=== block 1 ===
### Wires at chosen ports, followed through buffers, block 1

Scale bar: 20 um.
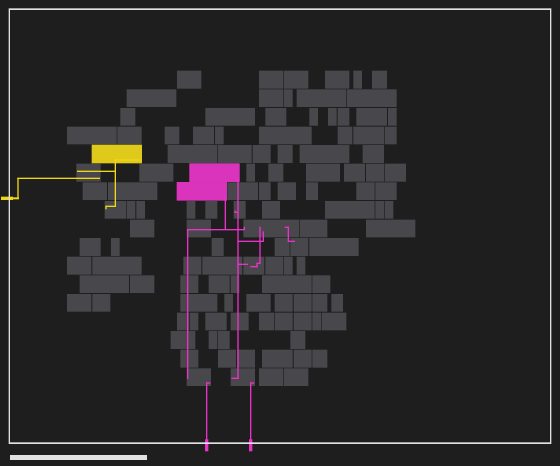

$ cat src/rtl/ack_bus_pkg.sv
// Shared ACK bus definitions: source IDs, scheduler states, grant helpers.
// Used by the scheduler and by the existing ACK bus arbiter.
package ack_bus_pkg;

    localparam int NUM_ACK_SRC = 4;

    localparam logic [1:0] ID_MEM  = 2'd0;
    localparam logic [1:0] ID_SHA  = 2'd1;
    localparam logic [1:0] ID_AES  = 2'd2;
    localparam logic [1:0] ID_CTRL = 2'd3;

    typedef enum logic [1:0] {
        IDLE = 2'd0,
        BUSY = 2'd1,
        GAP  = 2'd2
    } state_t;

    function automatic logic [NUM_ACK_SRC-1:0] id_to_onehot(
        input logic [1:0] id
    );
        return NUM_ACK_SRC'(1) << id;
    endfunction

endpackage

$ cat src/rtl/ack_rr_pick.sv
// Rotating priority encoder: first requester at or after ptr_i, wrapping.
// Fixed priority is the same encoder with ptr_i tied to MEM.
module ack_rr_pick
    import ack_bus_pkg::*;
(
    input  logic [NUM_ACK_SRC-1:0] req_i,
    input  logic [1:0]             ptr_i,
    output logic                   found_o,
    output logic [1:0]             id_o
);

    logic [2*NUM_ACK_SRC-1:0] dbl;
    logic [NUM_ACK_SRC-1:0]   rot;
    logic [1:0]               off;

    // Rotating the doubled vector puts ptr_i's source at bit 0.
    assign dbl = {req_i, req_i} >> ptr_i;
    assign rot = dbl[NUM_ACK_SRC-1:0];

    always_comb begin
        off = 2'd3;
        if (rot[0]) begin
            off = 2'd0;
        end else if (rot[1]) begin
            off = 2'd1;
        end else if (rot[2]) begin
            off = 2'd2;
        end
    end

    assign found_o = |rot;
    assign id_o    = ptr_i + off;

endmodule

$ cat src/rtl/ack_bus_scheduler.sv
// Registered ACK bus scheduler: one-hot grant, held until done, request
// drop or timeout, followed by a one-cycle turnaround gap.
module ack_bus_scheduler
    import ack_bus_pkg::*;
#(
    parameter int HOLD_MAX = 15,
    parameter bit RR_EN    = 1'b1
) (
    input  logic       clk,
    input  logic       rst_n,
    input  logic       req_mem,
    input  logic       req_sha,
    input  logic       req_aes,
    input  logic       req_ctrl,
    input  logic       ack_done,
    output logic       ack_ready_to_mem,
    output logic       ack_ready_to_sha,
    output logic       ack_ready_to_aes,
    output logic       ack_ready_to_ctrl,
    output logic [1:0] winner_source_id,
    output logic       ack_event,
    output logic       bus_busy,
    output logic       timeout_pulse
);

    localparam int CW = (HOLD_MAX > 0) ? $clog2(HOLD_MAX + 1) : 1;
    localparam logic [CW-1:0] CNT_MAX  = CW'(HOLD_MAX);
    localparam logic [CW-1:0] CNT_LAST = CW'(HOLD_MAX - 1);

    state_t                 state_q, state_d;
    logic [NUM_ACK_SRC-1:0] grant_q, grant_d;
    logic [1:0]             win_q, win_d;
    logic [1:0]             ptr_q, ptr_d;
    logic [CW-1:0]          cnt_q, cnt_d;
    logic                   evt_q, evt_d;
    logic                   busy_q, busy_d;
    logic                   tmo_q, tmo_d;

    logic [NUM_ACK_SRC-1:0] req_vec;
    logic                   found;
    logic [1:0]             pick_id;
    logic                   win_req;
    logic                   hit_tmo;
    logic                   rel;

    assign req_vec = {req_ctrl, req_aes, req_sha, req_mem};

    ack_rr_pick u_pick (
        .req_i   (req_vec),
        .ptr_i   (RR_EN ? ptr_q : ID_MEM),
        .found_o (found),
        .id_o    (pick_id)
    );

    assign win_req = req_vec[win_q];
    assign hit_tmo = (HOLD_MAX != 0) && (cnt_q == CNT_LAST);
    assign rel     = ack_done || !win_req || hit_tmo;

    always_ff @(posedge clk) begin
        if (!rst_n) begin
            state_q <= IDLE;
            grant_q <= '0;
            win_q   <= ID_MEM;
            ptr_q   <= ID_MEM;
            cnt_q   <= '0;
            evt_q   <= 1'b0;
            busy_q  <= 1'b0;
            tmo_q   <= 1'b0;
        end else begin
            state_q <= state_d;
            grant_q <= grant_d;
            win_q   <= win_d;
            ptr_q   <= ptr_d;
            cnt_q   <= cnt_d;
            evt_q   <= evt_d;
            busy_q  <= busy_d;
            tmo_q   <= tmo_d;
        end
    end

    always_comb begin
        state_d = state_q;
        unique case (state_q)
            IDLE:    if (found) state_d = BUSY;
            BUSY:    if (rel) state_d = GAP;
            GAP:     state_d = IDLE;
            default: state_d = IDLE;
        endcase
    end

    always_comb begin
        grant_d = '0;
        win_d   = win_q;
        ptr_d   = ptr_q;
        cnt_d   = cnt_q;
        evt_d   = 1'b0;
        busy_d  = 1'b0;
        tmo_d   = 1'b0;
        unique case (state_q)
            IDLE: begin
                if (found) begin
                    grant_d = id_to_onehot(pick_id);
                    win_d   = pick_id;
                    cnt_d   = '0;
                    evt_d   = 1'b1;
                    busy_d  = 1'b1;
                end
            end
            BUSY: begin
                cnt_d = (cnt_q == CNT_MAX) ? cnt_q : cnt_q + CW'(1);
                if (rel) begin
                    // Pulse only when the hold limit is the sole cause.
                    tmo_d = hit_tmo && !ack_done && win_req;
                    if (RR_EN) ptr_d = win_q + 2'd1;
                end else begin
                    grant_d = grant_q;
                    busy_d  = 1'b1;
                end
            end
            default: ;
        endcase
    end

    assign ack_ready_to_mem  = grant_q[ID_MEM];
    assign ack_ready_to_sha  = grant_q[ID_SHA];
    assign ack_ready_to_aes  = grant_q[ID_AES];
    assign ack_ready_to_ctrl = grant_q[ID_CTRL];
    assign winner_source_id  = win_q;
    assign ack_event         = evt_q;
    assign bus_busy          = busy_q;
    assign timeout_pulse     = tmo_q;

    a_grant_onehot0 : assert property (
        @(posedge clk) $onehot0(grant_q)
    );

endmodule

$ cat config.mk
export PLATFORM = sky130hd
export DESIGN_NAME = ack_bus_scheduler
export DESIGN_NICKNAME = d
export VERILOG_FILES = /design/src/rtl/ack_bus_pkg.sv /design/src/rtl/ack_rr_pick.sv /design/src/rtl/ack_bus_scheduler.sv
export SDC_FILE = /design/constraint.sdc
export NUM_CORES = 1
export LEC_CHECK = 0
export CAP_MARGIN = 20
export CORE_ASPECT_RATIO = 0.75
export CORE_MARGIN = 8
export CORE_UTILIZATION = 30
export CTS_CLUSTER_SIZE = 40
export DETAILED_ROUTE_END_ITERATION = 6
export GPL_ROUTABILITY_DRIVEN = 0
export PLACE_DENSITY = 0.55
export SLEW_MARGIN = 20
export SYNTH_ARGS = -nofsm -noshare
export SYNTH_HDL_FRONTEND = slang
export SYNTH_SLANG_ARGS = --single-unit
$ cat constraint.sdc
create_clock -name clk -period 2.2 [get_ports clk]
set_input_delay 0.44 -clock clk [delete_from_list [all_inputs] [get_ports clk]]
set_output_delay 0.44 -clock clk [all_outputs]
set_load 0.02 [all_outputs]
=== block 2 ===
$ cat src/rtl/uart_tx_frac.sv
// 8N1 UART transmitter; bit k lasts BIT_CNT + BIT_MASK[k] cycles, tx registered (start bit visible the cycle after accept).
// Backpressure: tx_ready high only in IDLE; tx_valid is ignored for the whole frame, nothing is queued.
module uart_tx_frac #(
    parameter int         WIDTH    = 8,
    parameter int         BIT_CNT  = 168,
    parameter logic [9:0] BIT_MASK = 10'h3df
) (
    input  logic       CLOCK,
    input  logic       RESET,
    input  logic [7:0] tx_data,
    input  logic       tx_valid,
    output logic       tx_ready,
    output logic       tx,
    output logic       tx_busy,
    output logic       tx_done
);

    typedef enum logic [1:0] {
        S_IDLE,
        S_START,
        S_DATA,
        S_STOP
    } state_t;

    // Zero-padded so any 4-bit index is in range.
    localparam logic [15:0] MASK_EXT = {6'd0, BIT_MASK};

    state_t           r_state;
    state_t           w_next_state;
    logic [7:0]       r_shreg;
    logic [7:0]       w_next_shreg;
    logic [3:0]       r_idx;
    logic [3:0]       w_next_idx;
    logic [WIDTH-1:0] r_cnt;
    logic [WIDTH-1:0] w_next_cnt;
    logic [WIDTH-1:0] w_term;
    logic             r_tx;
    logic             w_next_tx;
    logic             w_last;
    logic             w_accept;

    assign w_term   = WIDTH'(BIT_CNT) + WIDTH'(MASK_EXT[r_idx]) - WIDTH'(1);
    assign w_last   = (r_cnt == w_term);
    assign tx_ready = (r_state == S_IDLE) && !RESET;
    assign w_accept = tx_valid && tx_ready;
    assign tx_busy  = (r_state != S_IDLE) && !RESET;
    assign tx_done  = (r_state == S_STOP) && w_last && !RESET;
    assign tx       = r_tx;

    always_comb begin
        w_next_state = r_state;
        w_next_shreg = r_shreg;
        w_next_idx   = r_idx;
        w_next_cnt   = r_cnt + WIDTH'(1);
        case (r_state)
            S_IDLE: begin
                w_next_cnt = '0;
                if (w_accept) begin
                    w_next_state = S_START;
                    w_next_shreg = tx_data;
                    w_next_idx   = 4'd0;
                end
            end
            S_START: begin
                if (w_last) begin
                    w_next_cnt   = '0;
                    w_next_idx   = r_idx + 4'd1;
                    w_next_state = S_DATA;
                end
            end
            S_DATA: begin
                if (w_last) begin
                    w_next_cnt   = '0;
                    w_next_idx   = r_idx + 4'd1;
                    w_next_shreg = {1'b0, r_shreg[7:1]};
                    if (r_idx == 4'd8) begin
                        w_next_state = S_STOP;
                    end
                end
            end
            default: begin
                if (w_last) begin
                    w_next_cnt   = '0;
                    w_next_idx   = 4'd0;
                    w_next_state = S_IDLE;
                end
            end
        endcase

        // Line level follows the state being entered so tx changes on the same edge.
        w_next_tx = 1'b1;
        case (w_next_state)
            S_START: w_next_tx = 1'b0;
            S_DATA:  w_next_tx = w_next_shreg[0];
            default: w_next_tx = 1'b1;
        endcase
    end

    always_ff @(posedge CLOCK) begin
        if (RESET) begin
            r_state <= S_IDLE;
            r_shreg <= '0;
            r_idx   <= '0;
            r_cnt   <= '0;
            r_tx    <= 1'b1;
        end else begin
            r_state <= w_next_state;
            r_shreg <= w_next_shreg;
            r_idx   <= w_next_idx;
            r_cnt   <= w_next_cnt;
            r_tx    <= w_next_tx;
        end
    end

endmodule
$ cat config.mk
export PLATFORM = sky130hd
export DESIGN_NAME = uart_tx_frac
export DESIGN_NICKNAME = d
export VERILOG_FILES = /design/src/rtl/uart_tx_frac.sv
export SDC_FILE = /design/constraint.sdc
export NUM_CORES = 1
export LEC_CHECK = 0
export CAP_MARGIN = 20
export CORE_MARGIN = 4
export CORE_UTILIZATION = 40
export DETAILED_ROUTE_END_ITERATION = 6
export GPL_ROUTABILITY_DRIVEN = 0
export GPL_TIMING_DRIVEN = 0
export PLACE_DENSITY_LB_ADDON = 0.05
export SYNTH_ARGS = -nofsm -noshare
export SYNTH_HDL_FRONTEND = slang
export SYNTH_SLANG_ARGS = --single-unit
$ cat constraint.sdc
create_clock -name CLOCK -period 1.76 [get_ports CLOCK]
set_input_delay 0.264 -clock CLOCK [delete_from_list [all_inputs] [get_ports CLOCK]]
set_output_delay 0.264 -clock CLOCK [all_outputs]
set_load 0.02 [all_outputs]
=== block 3 ===
--- src/rtl/rise_event_tracker.sv ---
`timescale 1ns/1ps
// rise_event_tracker: synchronizes a_in, flags its edges and queues timestamped rise events in a 2-deep buffer
module rise_event_tracker #(
    parameter int SYNC_STAGES = 2,
    parameter int CNT_W = 8,
    parameter int TS_W = 8
) (
    input  logic             clk,
    input  logic             rst,
    input  logic             a_in,
    input  logic [3:0]       b_in,
    input  logic             clr_i,
    input  logic             evt_ready,
    output logic             rose_o,
    output logic             fell_o,
    output logic             evt_valid,
    output logic [3:0]       evt_data,
    output logic [TS_W-1:0]  evt_time,
    output logic [CNT_W-1:0] rise_count,
    output logic             overflow
);
    typedef enum logic [1:0] {EMPTY, ONE, FULL} state_t;
    state_t r_state;
    logic [SYNC_STAGES-1:0] r_sync;
    logic r_prev;
    logic [TS_W-1:0] r_ts;
    logic [TS_W-1:0] r_head_ts;
    logic [TS_W-1:0] r_tail_ts;
    logic [3:0] r_head_d;
    logic [3:0] r_tail_d;
    logic [CNT_W-1:0] r_cnt;
    logic r_ovf;
    logic w_sync;
    logic w_pop;
    logic w_drop;
    assign w_sync = r_sync[SYNC_STAGES-1];
    assign rose_o = w_sync & ~r_prev;
    assign fell_o = ~w_sync & r_prev;
    assign evt_valid = r_state != EMPTY;
    assign evt_data = r_head_d;
    assign evt_time = r_head_ts;
    assign rise_count = r_cnt;
    assign overflow = r_ovf;
    assign w_pop = evt_valid & evt_ready;
    assign w_drop = rose_o & ~w_pop & (r_state == FULL);
    always_ff @(posedge clk or posedge rst)
        if (rst) begin
            r_sync <= '0;
            r_prev <= 1'b0;
            r_ts <= '0;
            r_cnt <= '0;
            r_ovf <= 1'b0;
        end else begin
            r_sync <= {r_sync[SYNC_STAGES-2:0], a_in};
            r_prev <= w_sync;
            r_ts <= r_ts + 1'b1;
            r_cnt <= clr_i ? CNT_W'(rose_o) : r_cnt + CNT_W'(rose_o && !(&r_cnt));
            r_ovf <= w_drop | (r_ovf & ~clr_i);
        end
    // head is always the oldest entry; a pop in FULL promotes the tail
    always_ff @(posedge clk or posedge rst)
        if (rst) begin
            r_state <= EMPTY;
            r_head_d <= '0;
            r_head_ts <= '0;
            r_tail_d <= '0;
            r_tail_ts <= '0;
        end else begin
            case (r_state)
                EMPTY: if (rose_o) begin
                    r_head_d <= b_in;
                    r_head_ts <= r_ts;
                    r_state <= ONE;
                end
                ONE: if (rose_o && w_pop) begin
                    r_head_d <= b_in;
                    r_head_ts <= r_ts;
                end else if (rose_o) begin
                    r_tail_d <= b_in;
                    r_tail_ts <= r_ts;
                    r_state <= FULL;
                end else if (w_pop) begin
                    r_state <= EMPTY;
                end
                FULL: if (w_pop) begin
                    r_head_d <= r_tail_d;
                    r_head_ts <= r_tail_ts;
                    if (rose_o) begin
                        r_tail_d <= b_in;
                        r_tail_ts <= r_ts;
                    end else begin
                        r_state <= ONE;
                    end
                end
                default: r_state <= EMPTY;
            endcase
        end
endmodule

--- config.mk ---
export PLATFORM = sky130hd
export DESIGN_NAME = rise_event_tracker
export DESIGN_NICKNAME = d
export VERILOG_FILES = /design/src/rtl/rise_event_tracker.sv
export SDC_FILE = /design/constraint.sdc
export NUM_CORES = 1
export LEC_CHECK = 0
export CORE_MARGIN = 3
export CORE_UTILIZATION = 50
export CTS_CLUSTER_SIZE = 28
export DETAILED_ROUTE_END_ITERATION = 8
export PLACE_DENSITY = 0.75
export SLEW_MARGIN = 20
export SYNTH_ARGS = -nofsm -noshare
export SYNTH_HDL_FRONTEND = slang
export SYNTH_SLANG_ARGS = --single-unit
export TNS_END_PERCENT = 30
--- constraint.sdc ---
create_clock -name clk -period 1.9 [get_ports clk]
set_clock_uncertainty 0.1 [all_clocks]
set_input_delay 0.475 -clock clk [delete_from_list [all_inputs] [get_ports clk]]
set_output_delay 0.475 -clock clk [all_outputs]
set_load 0.05 [all_outputs]
=== block 4 ===
File: config.mk
export PLATFORM = sky130hd
export DESIGN_NAME = fetch_unit
export DESIGN_NICKNAME = d
export VERILOG_FILES = /design/src/rtl/riscv_pkg.sv /design/src/rtl/pc_reg.sv /design/src/rtl/fetch_unit.sv
export SDC_FILE = /design/constraint.sdc
export NUM_CORES = 1
export LEC_CHECK = 0
export CORE_ASPECT_RATIO = 1.5
export CORE_MARGIN = 5
export CORE_UTILIZATION = 40
export DETAILED_ROUTE_END_ITERATION = 10
export PLACE_DENSITY = 0.71
export SLEW_MARGIN = 10
export SYNTH_ARGS = -nofsm -noshare
export SYNTH_HDL_FRONTEND = slang
export SYNTH_HIERARCHICAL = 1
export SYNTH_SLANG_ARGS = --single-unit
File: constraint.sdc
create_clock -name clk -period 2.5 [get_ports clk]
set_clock_uncertainty 0.15 [all_clocks]
set_input_delay 0.5 -clock clk [delete_from_list [all_inputs] [get_ports clk]]
set_output_delay 0.5 -clock clk [all_outputs]
set_load 0.02 [all_outputs]
File: src/rtl/riscv_pkg.sv
// Shared definitions for the RISC-V core front end: fetch FSM encoding and
// architectural constants.
package riscv_pkg;

    typedef enum logic [1:0] {
        IDLE = 2'd0,
        REQ  = 2'd1,
        WAIT = 2'd2,
        HOLD = 2'd3
    } fetch_state_t;

    localparam logic [31:0] NOP_INSN         = 32'h0000_0013;
    localparam logic [31:0] RESET_PC_DEFAULT = 32'h0000_0000;

endpackage

File: src/rtl/pc_reg.sv
// Fetch program counter: word-aligned redirect load and sequential +4 advance.
module pc_reg #(
    parameter int unsigned     XLEN     = 32,
    parameter logic [XLEN-1:0] RESET_PC = '0
) (
    input  logic            clk,
    input  logic            reset,
    input  logic            redirect_valid_i,
    input  logic [XLEN-1:2] redirect_pc_i,
    input  logic            advance_i,
    output logic [XLEN-1:0] pc_o,
    output logic [XLEN-1:0] pc_next_o
);

    logic [XLEN-1:0] pc_q;
    logic [XLEN-1:0] pc_d;

    // Redirect beats the sequential advance; the add wraps modulo 2^XLEN.
    always_comb begin
        pc_d = pc_q;
        if (redirect_valid_i) begin
            pc_d = {redirect_pc_i, 2'b00};
        end else if (advance_i) begin
            pc_d = pc_q + XLEN'(4);
        end
    end

    always_ff @(posedge clk) begin
        if (!reset) begin
            pc_q <= RESET_PC;
        end else begin
            pc_q <= pc_d;
        end
    end

    assign pc_o      = pc_q;
    assign pc_next_o = pc_d;

endmodule

File: src/rtl/fetch_unit.sv
// Multi-cycle instruction fetch: one outstanding memory request, redirect
// handling with a single discard flag, valid/ready hand-off to decode.
module fetch_unit
    import riscv_pkg::*;
#(
    parameter int unsigned     XLEN     = 32,
    parameter logic [XLEN-1:0] RESET_PC = RESET_PC_DEFAULT
) (
    input  logic            clk,
    input  logic            reset,
    output logic            imem_req,
    output logic [XLEN-1:0] imem_addr,
    input  logic            imem_ready,
    input  logic            imem_rvalid,
    input  logic [31:0]     imem_rdata,
    input  logic            redirect_valid,
    input  logic [XLEN-1:0] redirect_pc,
    output logic            inst_valid,
    input  logic            inst_ready,
    output logic [31:0]     inst_out,
    output logic [XLEN-1:0] pc_out,
    output logic            fetch_misaligned
);

    fetch_state_t    state_q;
    logic            disc_q;
    logic [XLEN-1:0] imem_addr_q;
    logic [31:0]     inst_out_q;
    logic [XLEN-1:0] pc_out_q;
    logic            misaligned_q;

    logic [XLEN-1:0] pc_fetch;
    logic [XLEN-1:0] pc_next;
    logic            advance;

    assign advance = (state_q == WAIT) && imem_rvalid && !disc_q;

    pc_reg #(
        .XLEN     (XLEN),
        .RESET_PC (RESET_PC)
    ) u_pc_reg (
        .clk              (clk),
        .reset            (reset),
        .redirect_valid_i (redirect_valid),
        .redirect_pc_i    (redirect_pc[XLEN-1:2]),
        .advance_i        (advance),
        .pc_o             (pc_fetch),
        .pc_next_o        (pc_next)
    );

    always_ff @(posedge clk) begin
        if (!reset) begin
            state_q      <= IDLE;
            disc_q       <= 1'b0;
            imem_addr_q  <= RESET_PC;
            inst_out_q   <= NOP_INSN;
            pc_out_q     <= RESET_PC;
            misaligned_q <= 1'b0;
        end else begin
            misaligned_q <= redirect_valid && (redirect_pc[1:0] != 2'b00);
            case (state_q)
                IDLE: begin
                    state_q     <= REQ;
                    imem_addr_q <= pc_next;
                end
                REQ: begin
                    // The issued address holds until accepted; a redirect only
                    // marks the eventual response stale.
                    if (redirect_valid) disc_q <= 1'b1;
                    if (imem_ready) state_q <= WAIT;
                end
                WAIT: begin
                    if (imem_rvalid) begin
                        if (disc_q || redirect_valid) begin
                            disc_q      <= 1'b0;
                            state_q     <= REQ;
                            imem_addr_q <= pc_next;
                        end else begin
                            inst_out_q <= imem_rdata;
                            pc_out_q   <= pc_fetch;
                            state_q    <= HOLD;
                        end
                    end else if (redirect_valid) begin
                        disc_q <= 1'b1;
                    end
                end
                HOLD: begin
                    if (redirect_valid || inst_ready) begin
                        state_q     <= REQ;
                        imem_addr_q <= pc_next;
                    end
                end
                default: state_q <= IDLE;
            endcase
        end
    end

    assign imem_req         = (state_q == REQ);
    assign inst_valid       = (state_q == HOLD);
    assign imem_addr        = imem_addr_q;
    assign inst_out         = inst_out_q;
    assign pc_out           = pc_out_q;
    assign fetch_misaligned = misaligned_q;

endmodule

=== block 5 ===
$ cat config.mk
export PLATFORM = sky130hd
export DESIGN_NAME = tx_burst_shaper
export DESIGN_NICKNAME = d
export VERILOG_FILES = /design/src/rtl/tx_burst_shaper.sv
export SDC_FILE = /design/constraint.sdc
export NUM_CORES = 2
export LEC_CHECK = 0
export ABC_AREA = 1
export CAP_MARGIN = 25
export CORE_MARGIN = 1.5
export CORE_UTILIZATION = 30
export CTS_BUF_LIST = sky130_fd_sc_hd__clkbuf_16
export DETAILED_ROUTE_END_ITERATION = 12
export MAX_ROUTING_LAYER = met4
export PLACE_DENSITY = 0.41
export SLEW_MARGIN = 20
export SYNTH_ARGS = -nofsm -noshare
export SYNTH_HDL_FRONTEND = slang
export SYNTH_SLANG_ARGS = --single-unit
$ cat constraint.sdc
create_clock -name GCLK -period 10.8 [get_ports GCLK]
set_input_delay 2.16 -clock GCLK [delete_from_list [all_inputs] [get_ports GCLK]]
set_output_delay 2.16 -clock GCLK [all_outputs]
set_load 0.01 [all_outputs]
$ cat src/rtl/tx_burst_shaper.sv
// TX burst shaper: linear ramp-up/ramp-down envelope plus Q2.14 gain with saturation.
// Two-stage I/Q pipeline; the envelope and the latched gain are owned by a registered FSM.
module tx_burst_shaper #(
  parameter int RAMP_LOG2 = 6
) (
  input  logic        GCLK,
  input  logic        reset,
  input  logic        TX_EN,
  input  logic [15:0] GAIN,
  input  logic [31:0] DIN,
  input  logic        DIN_VALID,
  output logic [31:0] DOUT,
  output logic        DOUT_VALID,
  output logic        TX_BUSY,
  output logic        BURST_DONE
);

  localparam int EW  = RAMP_LOG2 + 1;
  localparam int M1W = 16 + RAMP_LOG2 + 2;
  localparam logic [EW-1:0] RL = {1'b1, {RAMP_LOG2{1'b0}}};

  typedef enum logic [1:0] {IDLE, RAMP_UP, ON, RAMP_DOWN} state_t;

  state_t        state_q;
  logic [EW-1:0] env_q;
  logic [EW-1:0] envInc_d;
  logic [EW-1:0] envDec_d;
  logic [15:0]   gain_q;
  logic          busy_q;
  logic          done_q;
  logic          valid1_q;
  logic          valid2_q;
  logic [15:0]   s1I_q;
  logic [15:0]   s1Q_q;
  logic [15:0]   doutI_q;
  logic [15:0]   doutQ_q;

  assign envInc_d = env_q + EW'(1);
  assign envDec_d = env_q - EW'(1);

  // Envelope scaling: the product never exceeds |x| * RL, so the shifted value fits 16 bits.
  function automatic logic signed [15:0] scaleEnv(input logic signed [15:0] x,
                                                  input logic [EW-1:0] e);
    logic signed [M1W-1:0] p;
    logic signed [M1W-1:0] sh;
    p  = M1W'(x) * M1W'($signed({1'b0, e}));
    sh = p >>> RAMP_LOG2;
    return sh[15:0];
  endfunction

  function automatic logic signed [15:0] applyGain(input logic signed [15:0] s,
                                                   input logic [15:0] g);
    logic signed [32:0] p;
    logic signed [32:0] sh;
    p  = 33'(s) * 33'($signed({1'b0, g}));
    sh = p >>> 14;
    if (sh > 33'sd32767)
      return 16'sh7FFF;
    else if (sh < -33'sd32768)
      return 16'sh8000;
    else
      return sh[15:0];
  endfunction

  // Envelope FSM; a ramp reversal keeps the current env so the amplitude never jumps.
  always_ff @(posedge GCLK) begin
    if (reset) begin
      state_q <= IDLE;
      env_q   <= '0;
      gain_q  <= '0;
      busy_q  <= 1'b0;
      done_q  <= 1'b0;
    end else begin
      done_q <= 1'b0;
      case (state_q)
        IDLE: begin
          env_q <= '0;
          if (TX_EN) begin
            state_q <= RAMP_UP;
            gain_q  <= GAIN;
            busy_q  <= 1'b1;
          end
        end
        RAMP_UP: begin
          if (DIN_VALID && env_q != RL)
            env_q <= envInc_d;
          if (!TX_EN)
            state_q <= RAMP_DOWN;
          else if (env_q == RL || (DIN_VALID && envInc_d == RL))
            state_q <= ON;
        end
        ON: begin
          if (!TX_EN)
            state_q <= RAMP_DOWN;
        end
        RAMP_DOWN: begin
          if (TX_EN) begin
            state_q <= RAMP_UP;
            if (DIN_VALID && env_q != '0)
              env_q <= envDec_d;
          end else if (env_q == '0 || (DIN_VALID && envDec_d == '0)) begin
            env_q   <= '0;
            state_q <= IDLE;
            busy_q  <= 1'b0;
            done_q  <= 1'b1;
          end else if (DIN_VALID) begin
            env_q <= envDec_d;
          end
        end
        default: begin
          state_q <= IDLE;
          env_q   <= '0;
          busy_q  <= 1'b0;
        end
      endcase
    end
  end

  // Data registers advance only on qualified samples; the valid bits always shift.
  always_ff @(posedge GCLK) begin
    if (reset) begin
      valid1_q <= 1'b0;
      valid2_q <= 1'b0;
      s1I_q    <= '0;
      s1Q_q    <= '0;
      doutI_q  <= '0;
      doutQ_q  <= '0;
    end else begin
      valid1_q <= DIN_VALID;
      valid2_q <= valid1_q;
      if (DIN_VALID) begin
        s1I_q <= scaleEnv(DIN[15:0], env_q);
        s1Q_q <= scaleEnv(DIN[31:16], env_q);
      end
      if (valid1_q) begin
        doutI_q <= applyGain(s1I_q, gain_q);
        doutQ_q <= applyGain(s1Q_q, gain_q);
      end
    end
  end

  assign DOUT       = {doutQ_q, doutI_q};
  assign DOUT_VALID = valid2_q;
  assign TX_BUSY    = busy_q;
  assign BURST_DONE = done_q;

endmodule
### Sizing map, block 1

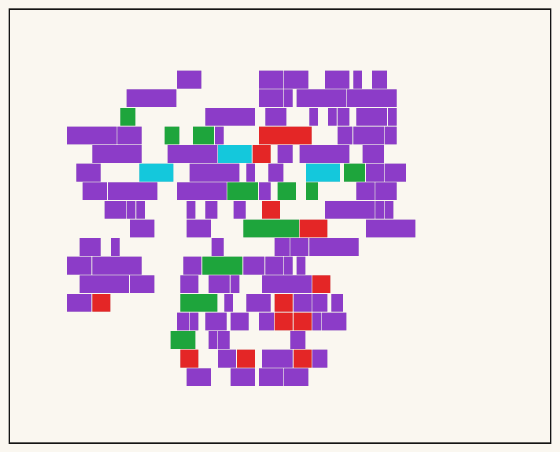
Purple is x1 and smaller, cells 95, share 79%, most used dfxtp_1. Red is x3 and x4, cells 12, share 9.9%, most used buf_4. Cyan is x6 and larger, cells 3, share 2.5%, most used clkbuf_8. Green is x2, cells 11, share 9.1%, most used or2_2.

## Picture notes: 'Wires at chosen ports, followed through buffers' of block 1
Magenta is `winner_source_id`, bits 2, direction output, edge bottom, end cells 2, wire 101 um. Yellow is `ack_ready_to_aes`, bits 1, direction output, edge left, end cells 1, wire 33.3 um.
IO Pins: 16
IO Port Bufs: 15

==> CHANGELOG.md, block 1 <==
## Flow update

- Final min period: 2.09 ns
- Post-synth area from yosys stat: 892 um2
- Async set or reset register ratio after synthesis: 0%
- Commonest non-fill, non-tap cells in the layout: dfxtp_1 (17), clkdlybuf4s50_1 (14), nor2_1 (10), buf_4 (10)
- Max Cap Viol: 0
- Status: finished, final reports clean
- Post-route ant nets: 0
- Cell total after placement: 155
- Compound-gate portion of the synthesized area: 21.5%
- Hold WS: 0.478 ns
- Skew final: 0.00310 ns
- MUX share of area: 4.77%
- Dominant comb cell: simple AND/OR/NAND/NOR gates
- Post-Syn Nets: 104
- Wl on met1: 945 um
- Drt pass-1 iters: 4
- Syn avg cell area: 9.49 um2
- Drt first-iter violations: 26
- Routed wl met2: 922 um
- WL per Instance: 12.3 um
- Post-synth regs: 17
- All-Layer GR Usage: 8.33%
- Fin cells: 159
- Reg-to-reg critical path startpoint: ptr_q[0]$_SDFFE_PN0P_
- Rows: 17
- TritonCTS Buffers: 3
- Synth warn: 0
- Worst Hold Launch: grant_q[3]$_SDFFE_PN0P_
- First-pass GRT wire length: 3450 um
- DR WL met3: 86 um
- Ys cells: 94
- Simple share: 25.2%
[block 1: critical path: stages]
cell             delay [ns]
clkdlybuf4s50_1        0.41
nor2b_1                0.14
or2b_1                 0.22
a32oi_1                0.18
nand2_1                0.08
ha_2                   0.17
a21boi_0               0.13
a32oi_2                0.30
a32o_1                 0.22
[block 1: layout make-up]
cell class / count / area (um2)
Clock inverter: 1 / 5.00
Clock buffer: 3 / 41.3
Fill cell: 308 / 1690
Tap cell: 38 / 47.5
Timing Repair Buffer: 25 / 228
Sequential cell: 17 / 340
Multi-Input combinational cell: 70 / 526
Inverter: 5 / 18.8
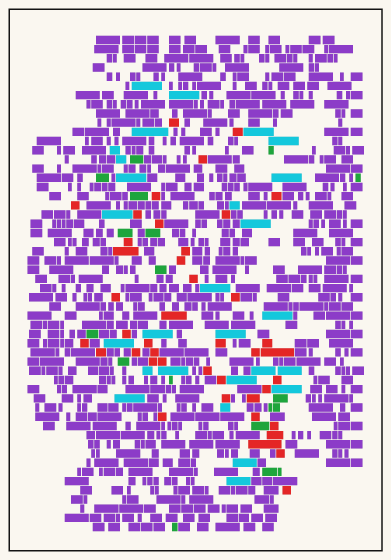
*Sizing map, block 4*
Cyan is x6 and larger, cells 27, share 2.9%, most used clkbuf_16. Green is x2, cells 18, share 2.0%, most used inv_2. Purple is x1 and smaller, cells 835, share 91%, most used nand2_1. Red is x3 and x4, cells 42, share 4.6%, most used buf_4.

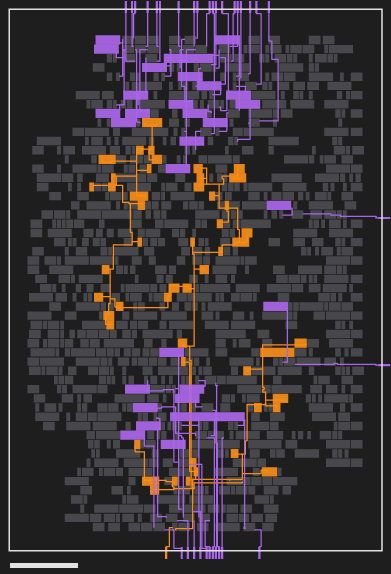
*Wires at chosen ports, followed through buffers, block 4*
Scale bar: 20 um.
Orange is `redirect_valid`, bits 1, direction input, edge bottom, end cells 57, wire 564 um. Purple is `pc_out`, bits 32, direction output, edge 19 top, 11 bottom, 2 right, end cells 32, wire 1220 um.
IO Pins: 169
IO Port Bufs: 168

==> CHANGELOG.md, block 4 <==
## Flow update

- CP Launch Point: imem_rvalid
- Clock power frac: 43.0%
- Wl on met1: 7170 um
- EDFF count, synth: 0
- Rows: 54
- Crit end category: flip-flop
- Sequential cell area: 2640 um2
- Top Usage Layer GRT: met2
- Tightest Pin Transition: 0.660 ns
- Fin crit share: 95.8%
- Seq group: 2.33 mW
- Fin. max-slew vios: 0
- Status: finished, final reports clean
- WL per Instance: 16.2 um
- Hold path cells: 2
- Vias in the first global route: 5842
- R2r worst-path depth: 12
- Die height: 160 um
- Clock buf/inv share: 6.66%
- Drt first-iter violations: 447
- Worst Setup Path Type: input pin to flip-flop
- Switch Pwr: 1.56 mW
## block 4: state kept, by name, indices dropped and copies added, names as in the netlist
name	count
state_q	2
inst_out	32
u_pc_reg/pc_o	32
imem_addr	32
fetch_misaligned	1
disc_q	1
pc_out	32
## block 4: worst max-delay path, stage by stage
cell             delay (ns)
clkdlybuf4s50_1        0.52
nand2_1                0.12
nor2_4                 0.13
buf_4                  0.13
and4_1                 0.18
buf_4                  0.16
nand3_1                0.14
o21a_1                 0.23
o31a_1                 0.30
nand2_1                0.06
mux2i_1                0.07
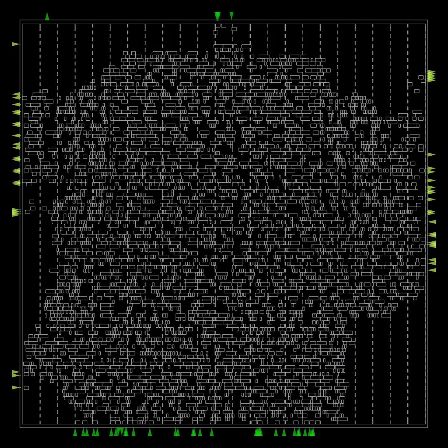
*Placed standard cells, block 5*
Rows: 116
Final Util: 32.8%
flip-flops: 93
fillers: 11000

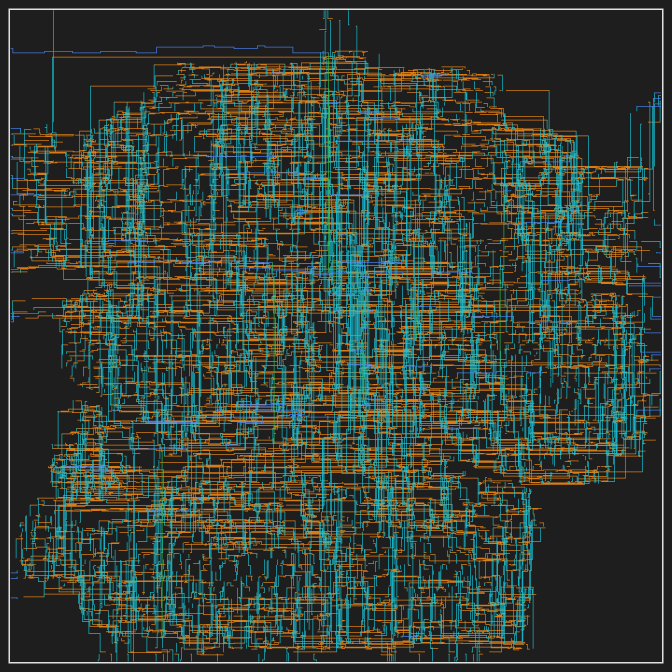
*Signal wires by layer, block 5*
Orange is M1, wire length 44.5 mm. Blue is M3, wire length 2000 um. Cyan is M2, wire length 41.6 mm. Green is M4, wire length 835 um.
All-Layer GR Usage: 18.9%
via count: 24400
Total Routed Length: 88900 um

==> CHANGELOG.md, block 5 <==
## Flow update

- Root Driver: clkbuf_16
- Distinct lib cells: 47
- Clk pwr: 0.381 mW
- Chip Area: 103000 um2
- FP Util: 30.3%
- Global route total overflow: 0
- Power density cells: 267 nW/um2
- Hold endpoint: doutI_q[15]$_SDFFE_PP0P_
- Worst path arrival time: 7.33 ns
- CTS tree: done
- Hold WS: 0.483 ns
- Crit end category: flip-flop
- Sw Share: 61.4%
- Detailed-route DRC error count: 0
- Status: finished, final reports clean
- Cell accounting for the most synthesized area: fa_1
- Post-route ant nets: 0
- Met1 usage: 25.7%
- Die Wd: 321 um
- Fin cells: 5535
- Htree depth: 3
- Skew final: 0.0268 ns
- Synthesized cell area: 30400 um2
- Reg-to-reg critical path startpoint: gain_q[13]$_SDFFE_PP0P_
- Syn Inst Count: 4205
- Worst-path fanout max: 7
- Hold path cells: 2
- Slew margin rel.: 26.1%
- Core Region: 100000 um2
- Pleak: 19.4 nW
- Reg2reg end: doutI_q[6]$_SDFFE_PP0P_
- Yosys xor share: 1.96%
- First-pass GRT wire length: 149000 um
- Routed wl met2: 41600 um
- Tightest Pin Transition: 1.11 ns
- Synth warn: 0
- Antenna violations before repair: 3
- MUX share of area: 0.0329%
- Pre-CTS setup slack: 3.22 ns
- Power Total: 8.78 mW
- Worst Hold Launch: doutI_q[15]$_SDFFE_PP0P_
- Share of layout cells above drive strength 1: 2.56%
- Drt pass-1 iters: 5
- Setup TNS: 0 ns
-- block 5: area by class of cell --
cell class | instances | area, um2 | share of cell area, %
diodes | 1 | 2.50 | 0.00761
clock buffers | 9 | 225 | 0.685
clock inverters | 7 | 88.8 | 0.270
inverters | 1214 | 4560 | 13.9
multi-input cells | 2726 | 23300 | 70.8
flip-flops and latches | 93 | 1860 | 5.66
well taps | 1357 | 1700 | 5.16
repair buffers | 128 | 1170 | 3.57
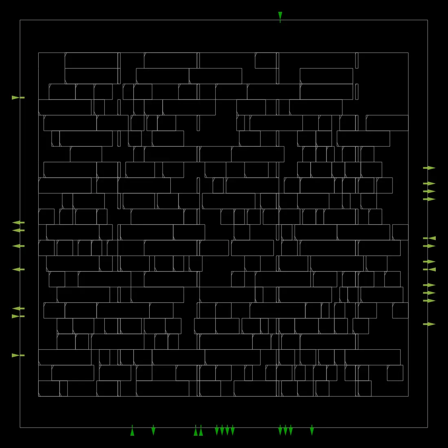
*Placed standard cells, block 3*
fillers: 293
fraction of area in registers: 43.0%
Core Region: 3850 um2

==> CHANGELOG.md, block 3 <==
## Flow update

- Status: finished, final reports clean
- IO Port Bufs: 32
- Die Wd: 71.0 um
- Compound-gate portion of the synthesized area: 6.94%
- Drt pass-1 iters: 4
- Final setup violation count: 0
- Top Layer Used: met4
- MUX share of area: 14.9%
- Dominant comb cell: multiplexers
- Fin crit share: 96.4%
- Hold endpoint: r_sync[1]$_DFF_PP0_
- Final instance area: 2700 um2
- CTS Hold Bufs: 0
- Post-synth area from yosys stat: 2110 um2
- Share of layout cells above drive strength 1: 37.2%
- M2 GR Usage: 30.7%
- Slew margin rel.: 77.0%
- First-pass GRT wire length: 7480 um
- Slowest CP cell: clkdlybuf4s50_1
- Adder share: 1.78%
- Antenna violations before repair: 0
- Pre-CTS setup slack: -0.221 ns
- Worst Hold Launch: r_sync[0]$_DFF_PP0_
- Power density cells: 987 nW/um2
- DR WL met3: 159 um
- Cell total after placement: 254
- CP Launch Point: evt_ready
- Yosys top cell area share: 54.5%
- Worst-path fanout max: 12
- Fin. max-slew vios: 0
- Rows: 22
- Routed wl met2: 2120 um
- Largest net degree at the start of global routing: 47
- Dominant power group: registers
- Reg2reg end: rise_count[7]$_DFF_PP0_
- CTS clock-pin slew for the worst setup and hold paths: 0.07 ns
- Post-route ant nets: 0
- Ys cells: 169
- Reg-to-reg critical path startpoint: rise_count[1]$_DFF_PP0_
- Most common cell in the netlist: dfrtp_1
- Met1 usage: 24.3%
- Worst path arrival time: 1.91 ns
-- block 3: worst max-delay path: cells and delay by family --
| family | cells | cell delay, ns |
|---|---|---|
| AND-OR/OR-AND | 1 | 0.19 |
| multiplexers | 1 | 0.34 |
| AND/OR/NAND/NOR | 1 | 0.25 |
| buffers and inverters | 2 | 0.64 |
-- block 3: area by class of cell --
class                           instances  share of cell area, %
Tap cell                               48                   2.23
Sequential cell                        46                   43.0
Multi-Input combinational cell        111                   33.5
Inverter                                4                  0.556
Clock buffer                            7                   2.83
Timing Repair Buffer                   50                   17.9
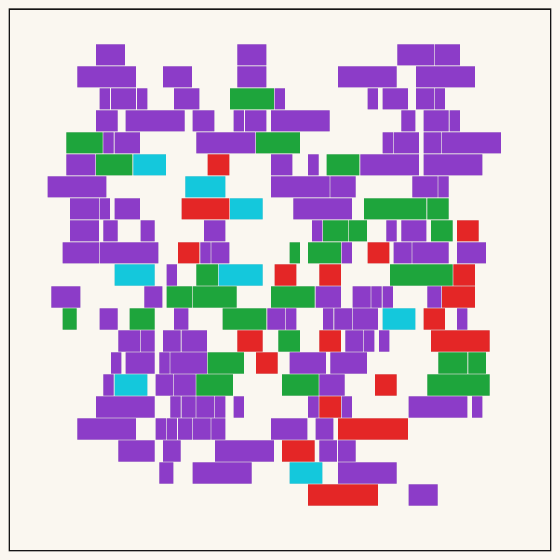
*Sizing map, block 2*
Purple is x1 and smaller, cells 123, share 69%, most used dfxtp_1. Green is x2, cells 27, share 15%, most used and3_2. Red is x3 and x4, cells 19, share 11%, most used buf_4. Cyan is x6 and larger, cells 8, share 4.5%, most used buf_6.

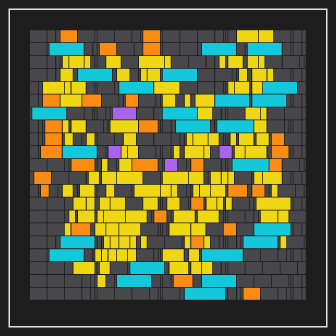
*Placed cells, one colour a class, block 2*
Fill, decap, tap and diode cells in grey.
Orange is remaining buffers and delay cells, cells 28, share of their area 16%. Purple is clock drivers and dummy loads, cells 4, share of their area 2.2%. Yellow is remaining logic cells, cells 121, share of their area 53%. Cyan is registers, cells 24, share of their area 29%.

==> CHANGELOG.md, block 2 <==
## Flow update

- Compound-gate portion of the synthesized area: 22.0%
- Switch Pwr: 0.283 mW
- Skew final: 0.0117 ns
- Detailed placer's ending HPWL: 2130 um
- Pleak: 0.699 nW
- Clock buf/inv share: 2.08%
- Biggest Area Class: logic gates
- Diode count: 0
- Detailed-route DRC error count: 0
- Gates resized, CTS repair: 26
- Commonest non-fill, non-tap cells in the layout: dfxtp_1 (19), nor2_1 (15), inv_1 (10), nand2_1 (10), clkdlybuf4s50_1 (10)
- Slew margin rel.: 66.2%
- Rows: 21
- Worst Hold Launch: RESET
- First-pass GRT wire length: 5090 um
- Die Wd: 66.7 um
- Fin worst setup slack: -0.190 ns
- Final setup violation count: 12
- Global route total overflow: 0
- Status: finished, violations left
- Post-route ant nets: 0
- Placed cell area: 1580 um2
- Clock power frac: 27.6%
- Sequential cell area: 492 um2
- Area Overhead vs Synth: 26.2%
- Simple share: 22.3%
- TritonCTS Buffers: 3
- Post-synth area from yosys stat: 1380 um2
- Hold endpoint: r_idx[1]$_SDFFE_PP0N_
- Cell accounting for the most synthesized area: dfxtp_1
- Failing checks: negative setup slack
- Maximum vdd drop: 0.497 mV
- Core Region: 3340 um2
- Final hold viol count: 0
- Max Cap Viol: 0
- Syn Inst Count: 150
- FP Util: 41.4%
- Fin. max-slew vios: 0
- Yosys top cell area share: 34.8%
## block 2: per-layer routing
| layer | vias to the layer above | routed length, um | GRT usage [%] |
|---|---|---|---|
| li1 | 597 | - | - |
| met1 | 566 | 1380 | 18.2 |
| met2 | 15 | 1450 | 25.7 |
| met3 | 4 | 78 | 3.71 |
| met4 | 0 | 42 | 4.57 |
| met5 | - | 0 | 0 |
## block 2: power by group through the flow
stage               clock, mW  combinational, mW  sequential, mW
global route            0.327              0.220           0.584
CTS                     0.311              0.190           0.581
global placement            0              0.179           0.593
detailed placement          0              0.181           0.594
floorplan                   0              0.121           0.593
finish                  0.296              0.199           0.580

=== block 6 ===
### Placed cells, one colour a class, block 6

Fill, decap, tap and diode cells in grey.
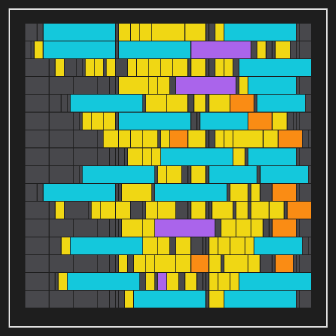
### Wires at chosen ports, followed through buffers, block 6

Scale bar: 10 um.
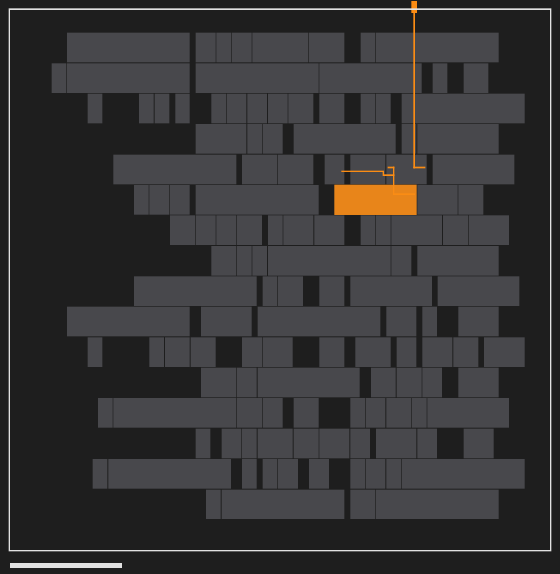
### Signal wires by layer, block 6

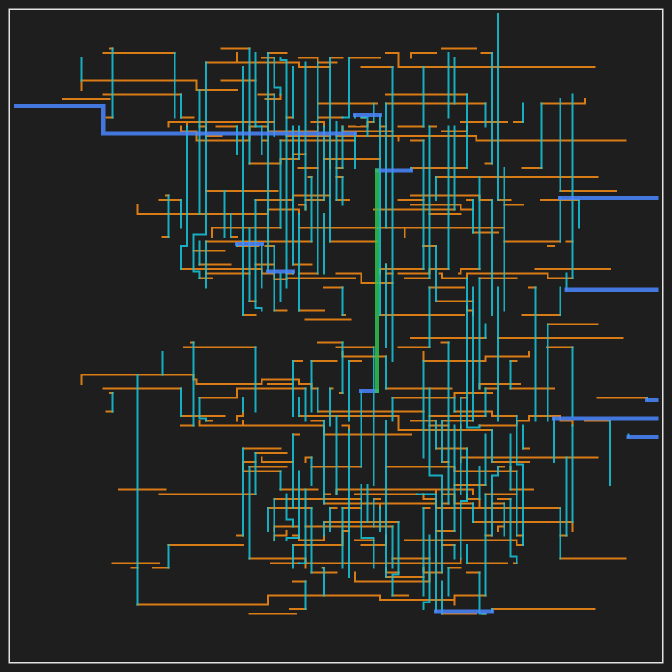
[src/rtl/input_conditioner.sv]
// rtl/input_conditioner.sv - two-flop synchronizer and counter debouncer for the I and S inputs
// S is reduced to a one-cycle pulse per accepted press; I and s_held are debounced levels.
module input_conditioner #(
    parameter int DEBOUNCE_CYCLES = 4,
    parameter int CNT_W           = 8
) (
    input  logic clk,
    input  logic rst,
    input  logic raw_i,
    input  logic raw_s,
    output logic I,
    output logic S,
    output logic s_held
);

    localparam logic [CNT_W-1:0] LAST = CNT_W'(DEBOUNCE_CYCLES - 1);

    // Index 0 is channel I, index 1 is channel S.
    logic [1:0]       sync0;
    logic [1:0]       sync1;
    logic [1:0]       deb;
    logic [CNT_W-1:0] cnt [2];
    logic             s_pulse;

    always_ff @(posedge clk) begin
        if (rst) begin
            sync0   <= '0;
            sync1   <= '0;
            deb     <= '0;
            s_pulse <= 1'b0;
            for (int c = 0; c < 2; c++) begin
                cnt[c] <= '0;
            end
        end else begin
            sync0 <= {raw_s, raw_i};
            sync1 <= sync0;
            for (int c = 0; c < 2; c++) begin
                if (sync1[c] == deb[c]) begin
                    cnt[c] <= '0;
                end else if (cnt[c] == LAST) begin
                    deb[c] <= sync1[c];
                    cnt[c] <= '0;
                end else begin
                    cnt[c] <= cnt[c] + 1'b1;
                end
            end
            // Fires on the same edge that deb_s is accepted 0->1.
            s_pulse <= sync1[1] && !deb[1] && (cnt[1] == LAST);
        end
    end

    assign I      = deb[0];
    assign s_held = deb[1];
    assign S      = s_pulse;

endmodule

[config.mk]
export PLATFORM = sky130hd
export DESIGN_NAME = input_conditioner
export DESIGN_NICKNAME = d
export VERILOG_FILES = /design/src/rtl/input_conditioner.sv
export SDC_FILE = /design/constraint.sdc
export NUM_CORES = 1
export LEC_CHECK = 0
export CORE_MARGIN = 2
export CORE_UTILIZATION = 56
export CTS_BUF_LIST = sky130_fd_sc_hd__clkbuf_16
export DETAILED_ROUTE_END_ITERATION = 8
export PLACE_DENSITY = 0.85
export SETUP_SLACK_MARGIN = 0.15
export SYNTH_ARGS = -nofsm -noshare
export SYNTH_HDL_FRONTEND = slang
export SYNTH_SLANG_ARGS = --single-unit
[constraint.sdc]
create_clock -name clk -period 2.1 [get_ports clk]
set_input_delay 0.42 -clock clk [delete_from_list [all_inputs] [get_ports clk]]
set_output_delay 0.42 -clock clk [all_outputs]
set_load 0.03 [all_outputs]
==> CHANGELOG.md <==
## Flow update

- Worst Hold Launch: sync0[1]$_SDFF_PP0_
- Status: finished, final reports clean
- Fin worst setup slack: 0.275 ns
- M2 GR Usage: 29.2%
- Fin crit share: 86.9%
- Synth warn: 0
- CP Launch Point: cnt[0][0]$_SDFFCE_PN0P_
- Htree depth: 1
- Setup TNS: 0 ns
- Drt first-iter violations: 24
- CP max stage delay: 0.49 ns
- Gate power share: 4.9%
- Synthesized cell area: 1100 um2
- Post-route ant nets: 0
- Met1 usage: 20.8%
- Final hold viol count: 0
- Gates resized, CTS repair: 0
- CTS Hold Bufs: 0
- Area Overhead vs Synth: 22.6%
- Postcts setup bufs: 0
- Syn avg cell area: 10.6 um2
- Log Warnings: 26
- Worst min-delay path class: flip-flop to flip-flop
- CTS Sinks: 23
- Worst path arrival time: 1.83 ns
- Global route total overflow: 0
- TAP cells: 27
- Post-synth regs: 23
- Switch Pwr: 0.194 mW
- Dominant comb cell: simple AND/OR/NAND/NOR gates
- Post-synth area from yosys stat: 1100 um2
- Drt pass-1 iters: 4
- Top delay family on crit path: simple AND/OR/NAND/NOR gates
- Distinct lib cells: 28
- Pre-CTS setup slack: 0.175 ns
- Flip-flops: 23
- Crit end category: flip-flop
- Cell accounting for the most synthesized area: edfxtp_1
- Antenna violations before repair: 0
- Stages on worst setup path: 5
Notes on 'Placed cells, one colour a class' of block 6 above:
Purple is clock drivers and dummy loads, cells 4, share of their area 6.0%. Orange is remaining buffers and delay cells, cells 9, share of their area 6.3%. Yellow is remaining logic cells, cells 94, share of their area 40%. Cyan is registers, cells 23, share of their area 47%.
Core Region: 1900 um2
Rows: 16
final instance area: 1340 um2
fraction of area in registers: 46.2%
Final Util: 70.7%

Notes on 'Wires at chosen ports, followed through buffers' of block 6 above:
Orange is `I`, bits 1, direction output, edge top, end cells 1, wire 24.3 um.
IO Pins: 7
IO Port Bufs: 6

Notes on 'Signal wires by layer' of block 6 above:
Orange is M1, wire length 855 um. Cyan is M2, wire length 921 um. Green is M4, wire length 16.3 um. Blue is M3, wire length 64.6 um.
Total Routed Length: 1860 um
via count: 814
WL per Instance: 11.8 um
All-Layer GR Usage: 17.0%

-- routing by layer --
metal	up-vias	routed length (um)	part of all wire, %
met2	16	920	50
met5	-	0	0
li1	412	-	-
met3	2	64	3.4
met4	0	16	0.86
met1	384	855	46
-- power groups by stage --
| stage | registers (mW) | logic [mW] | clock network [mW] |
|---|---|---|---|
| floorplan | 0.523 | 0.0302 | 0 |
| global placement | 0.527 | 0.0438 | 0 |
| detailed placement | 0.528 | 0.0455 | 0 |
| CTS | 0.519 | 0.0465 | 0.412 |
| global route | 0.521 | 0.0543 | 0.434 |
| finish | 0.519 | 0.0476 | 0.406 |


==> notes/layouts.md <==
Pictures saved along the way, in no particular order.

Signal wires by layer.
panel A
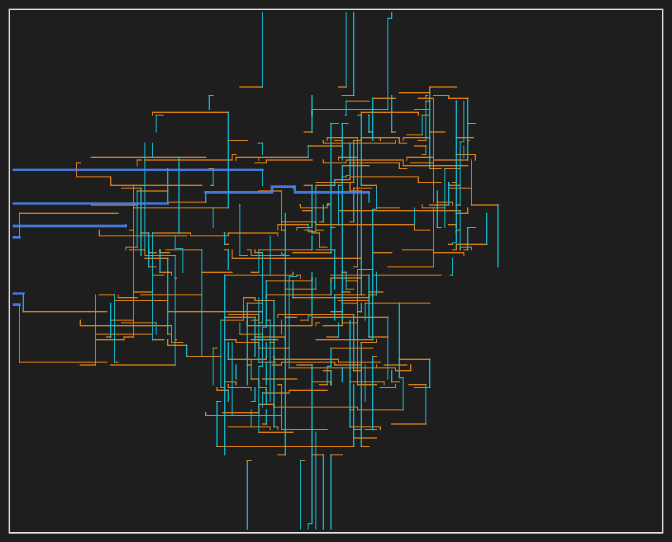
panel B
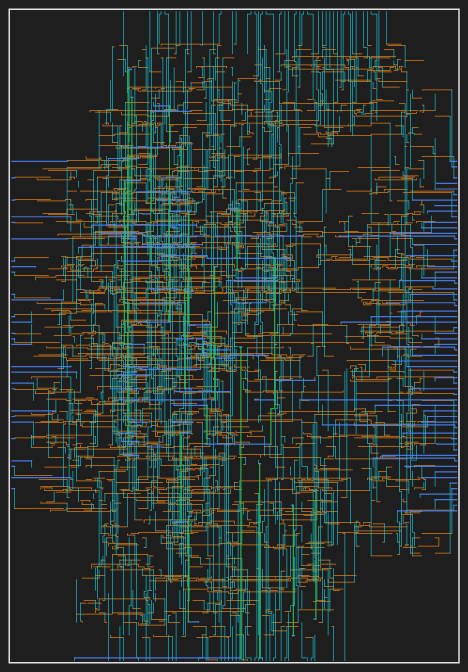
panel C
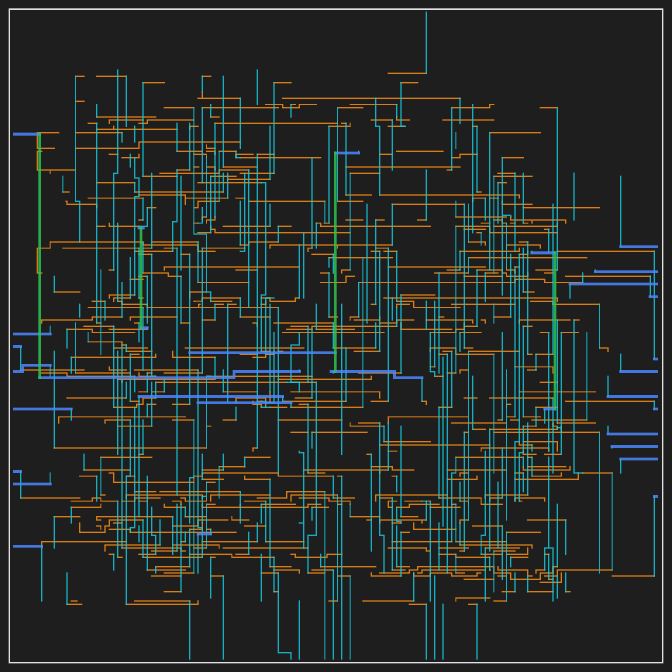
panel D
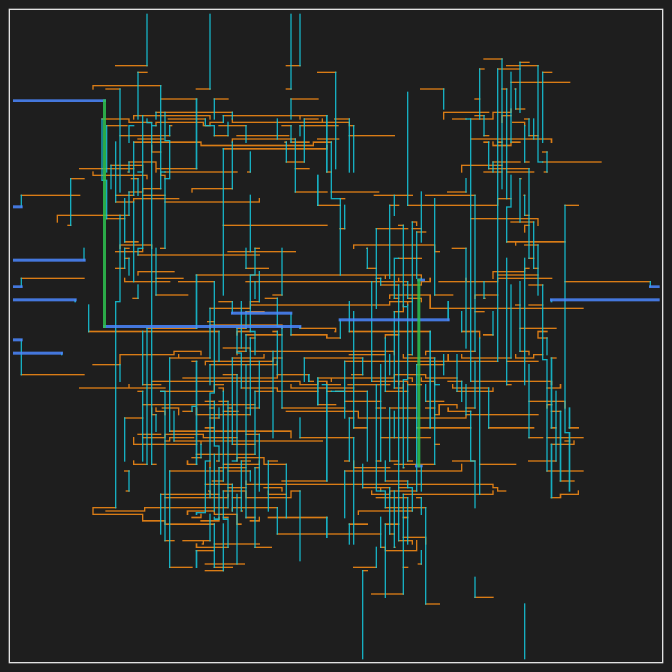
panel A: block 1
panel D: block 2
panel B: block 4
panel C: block 3

Power and IR drop assume default switching activity.
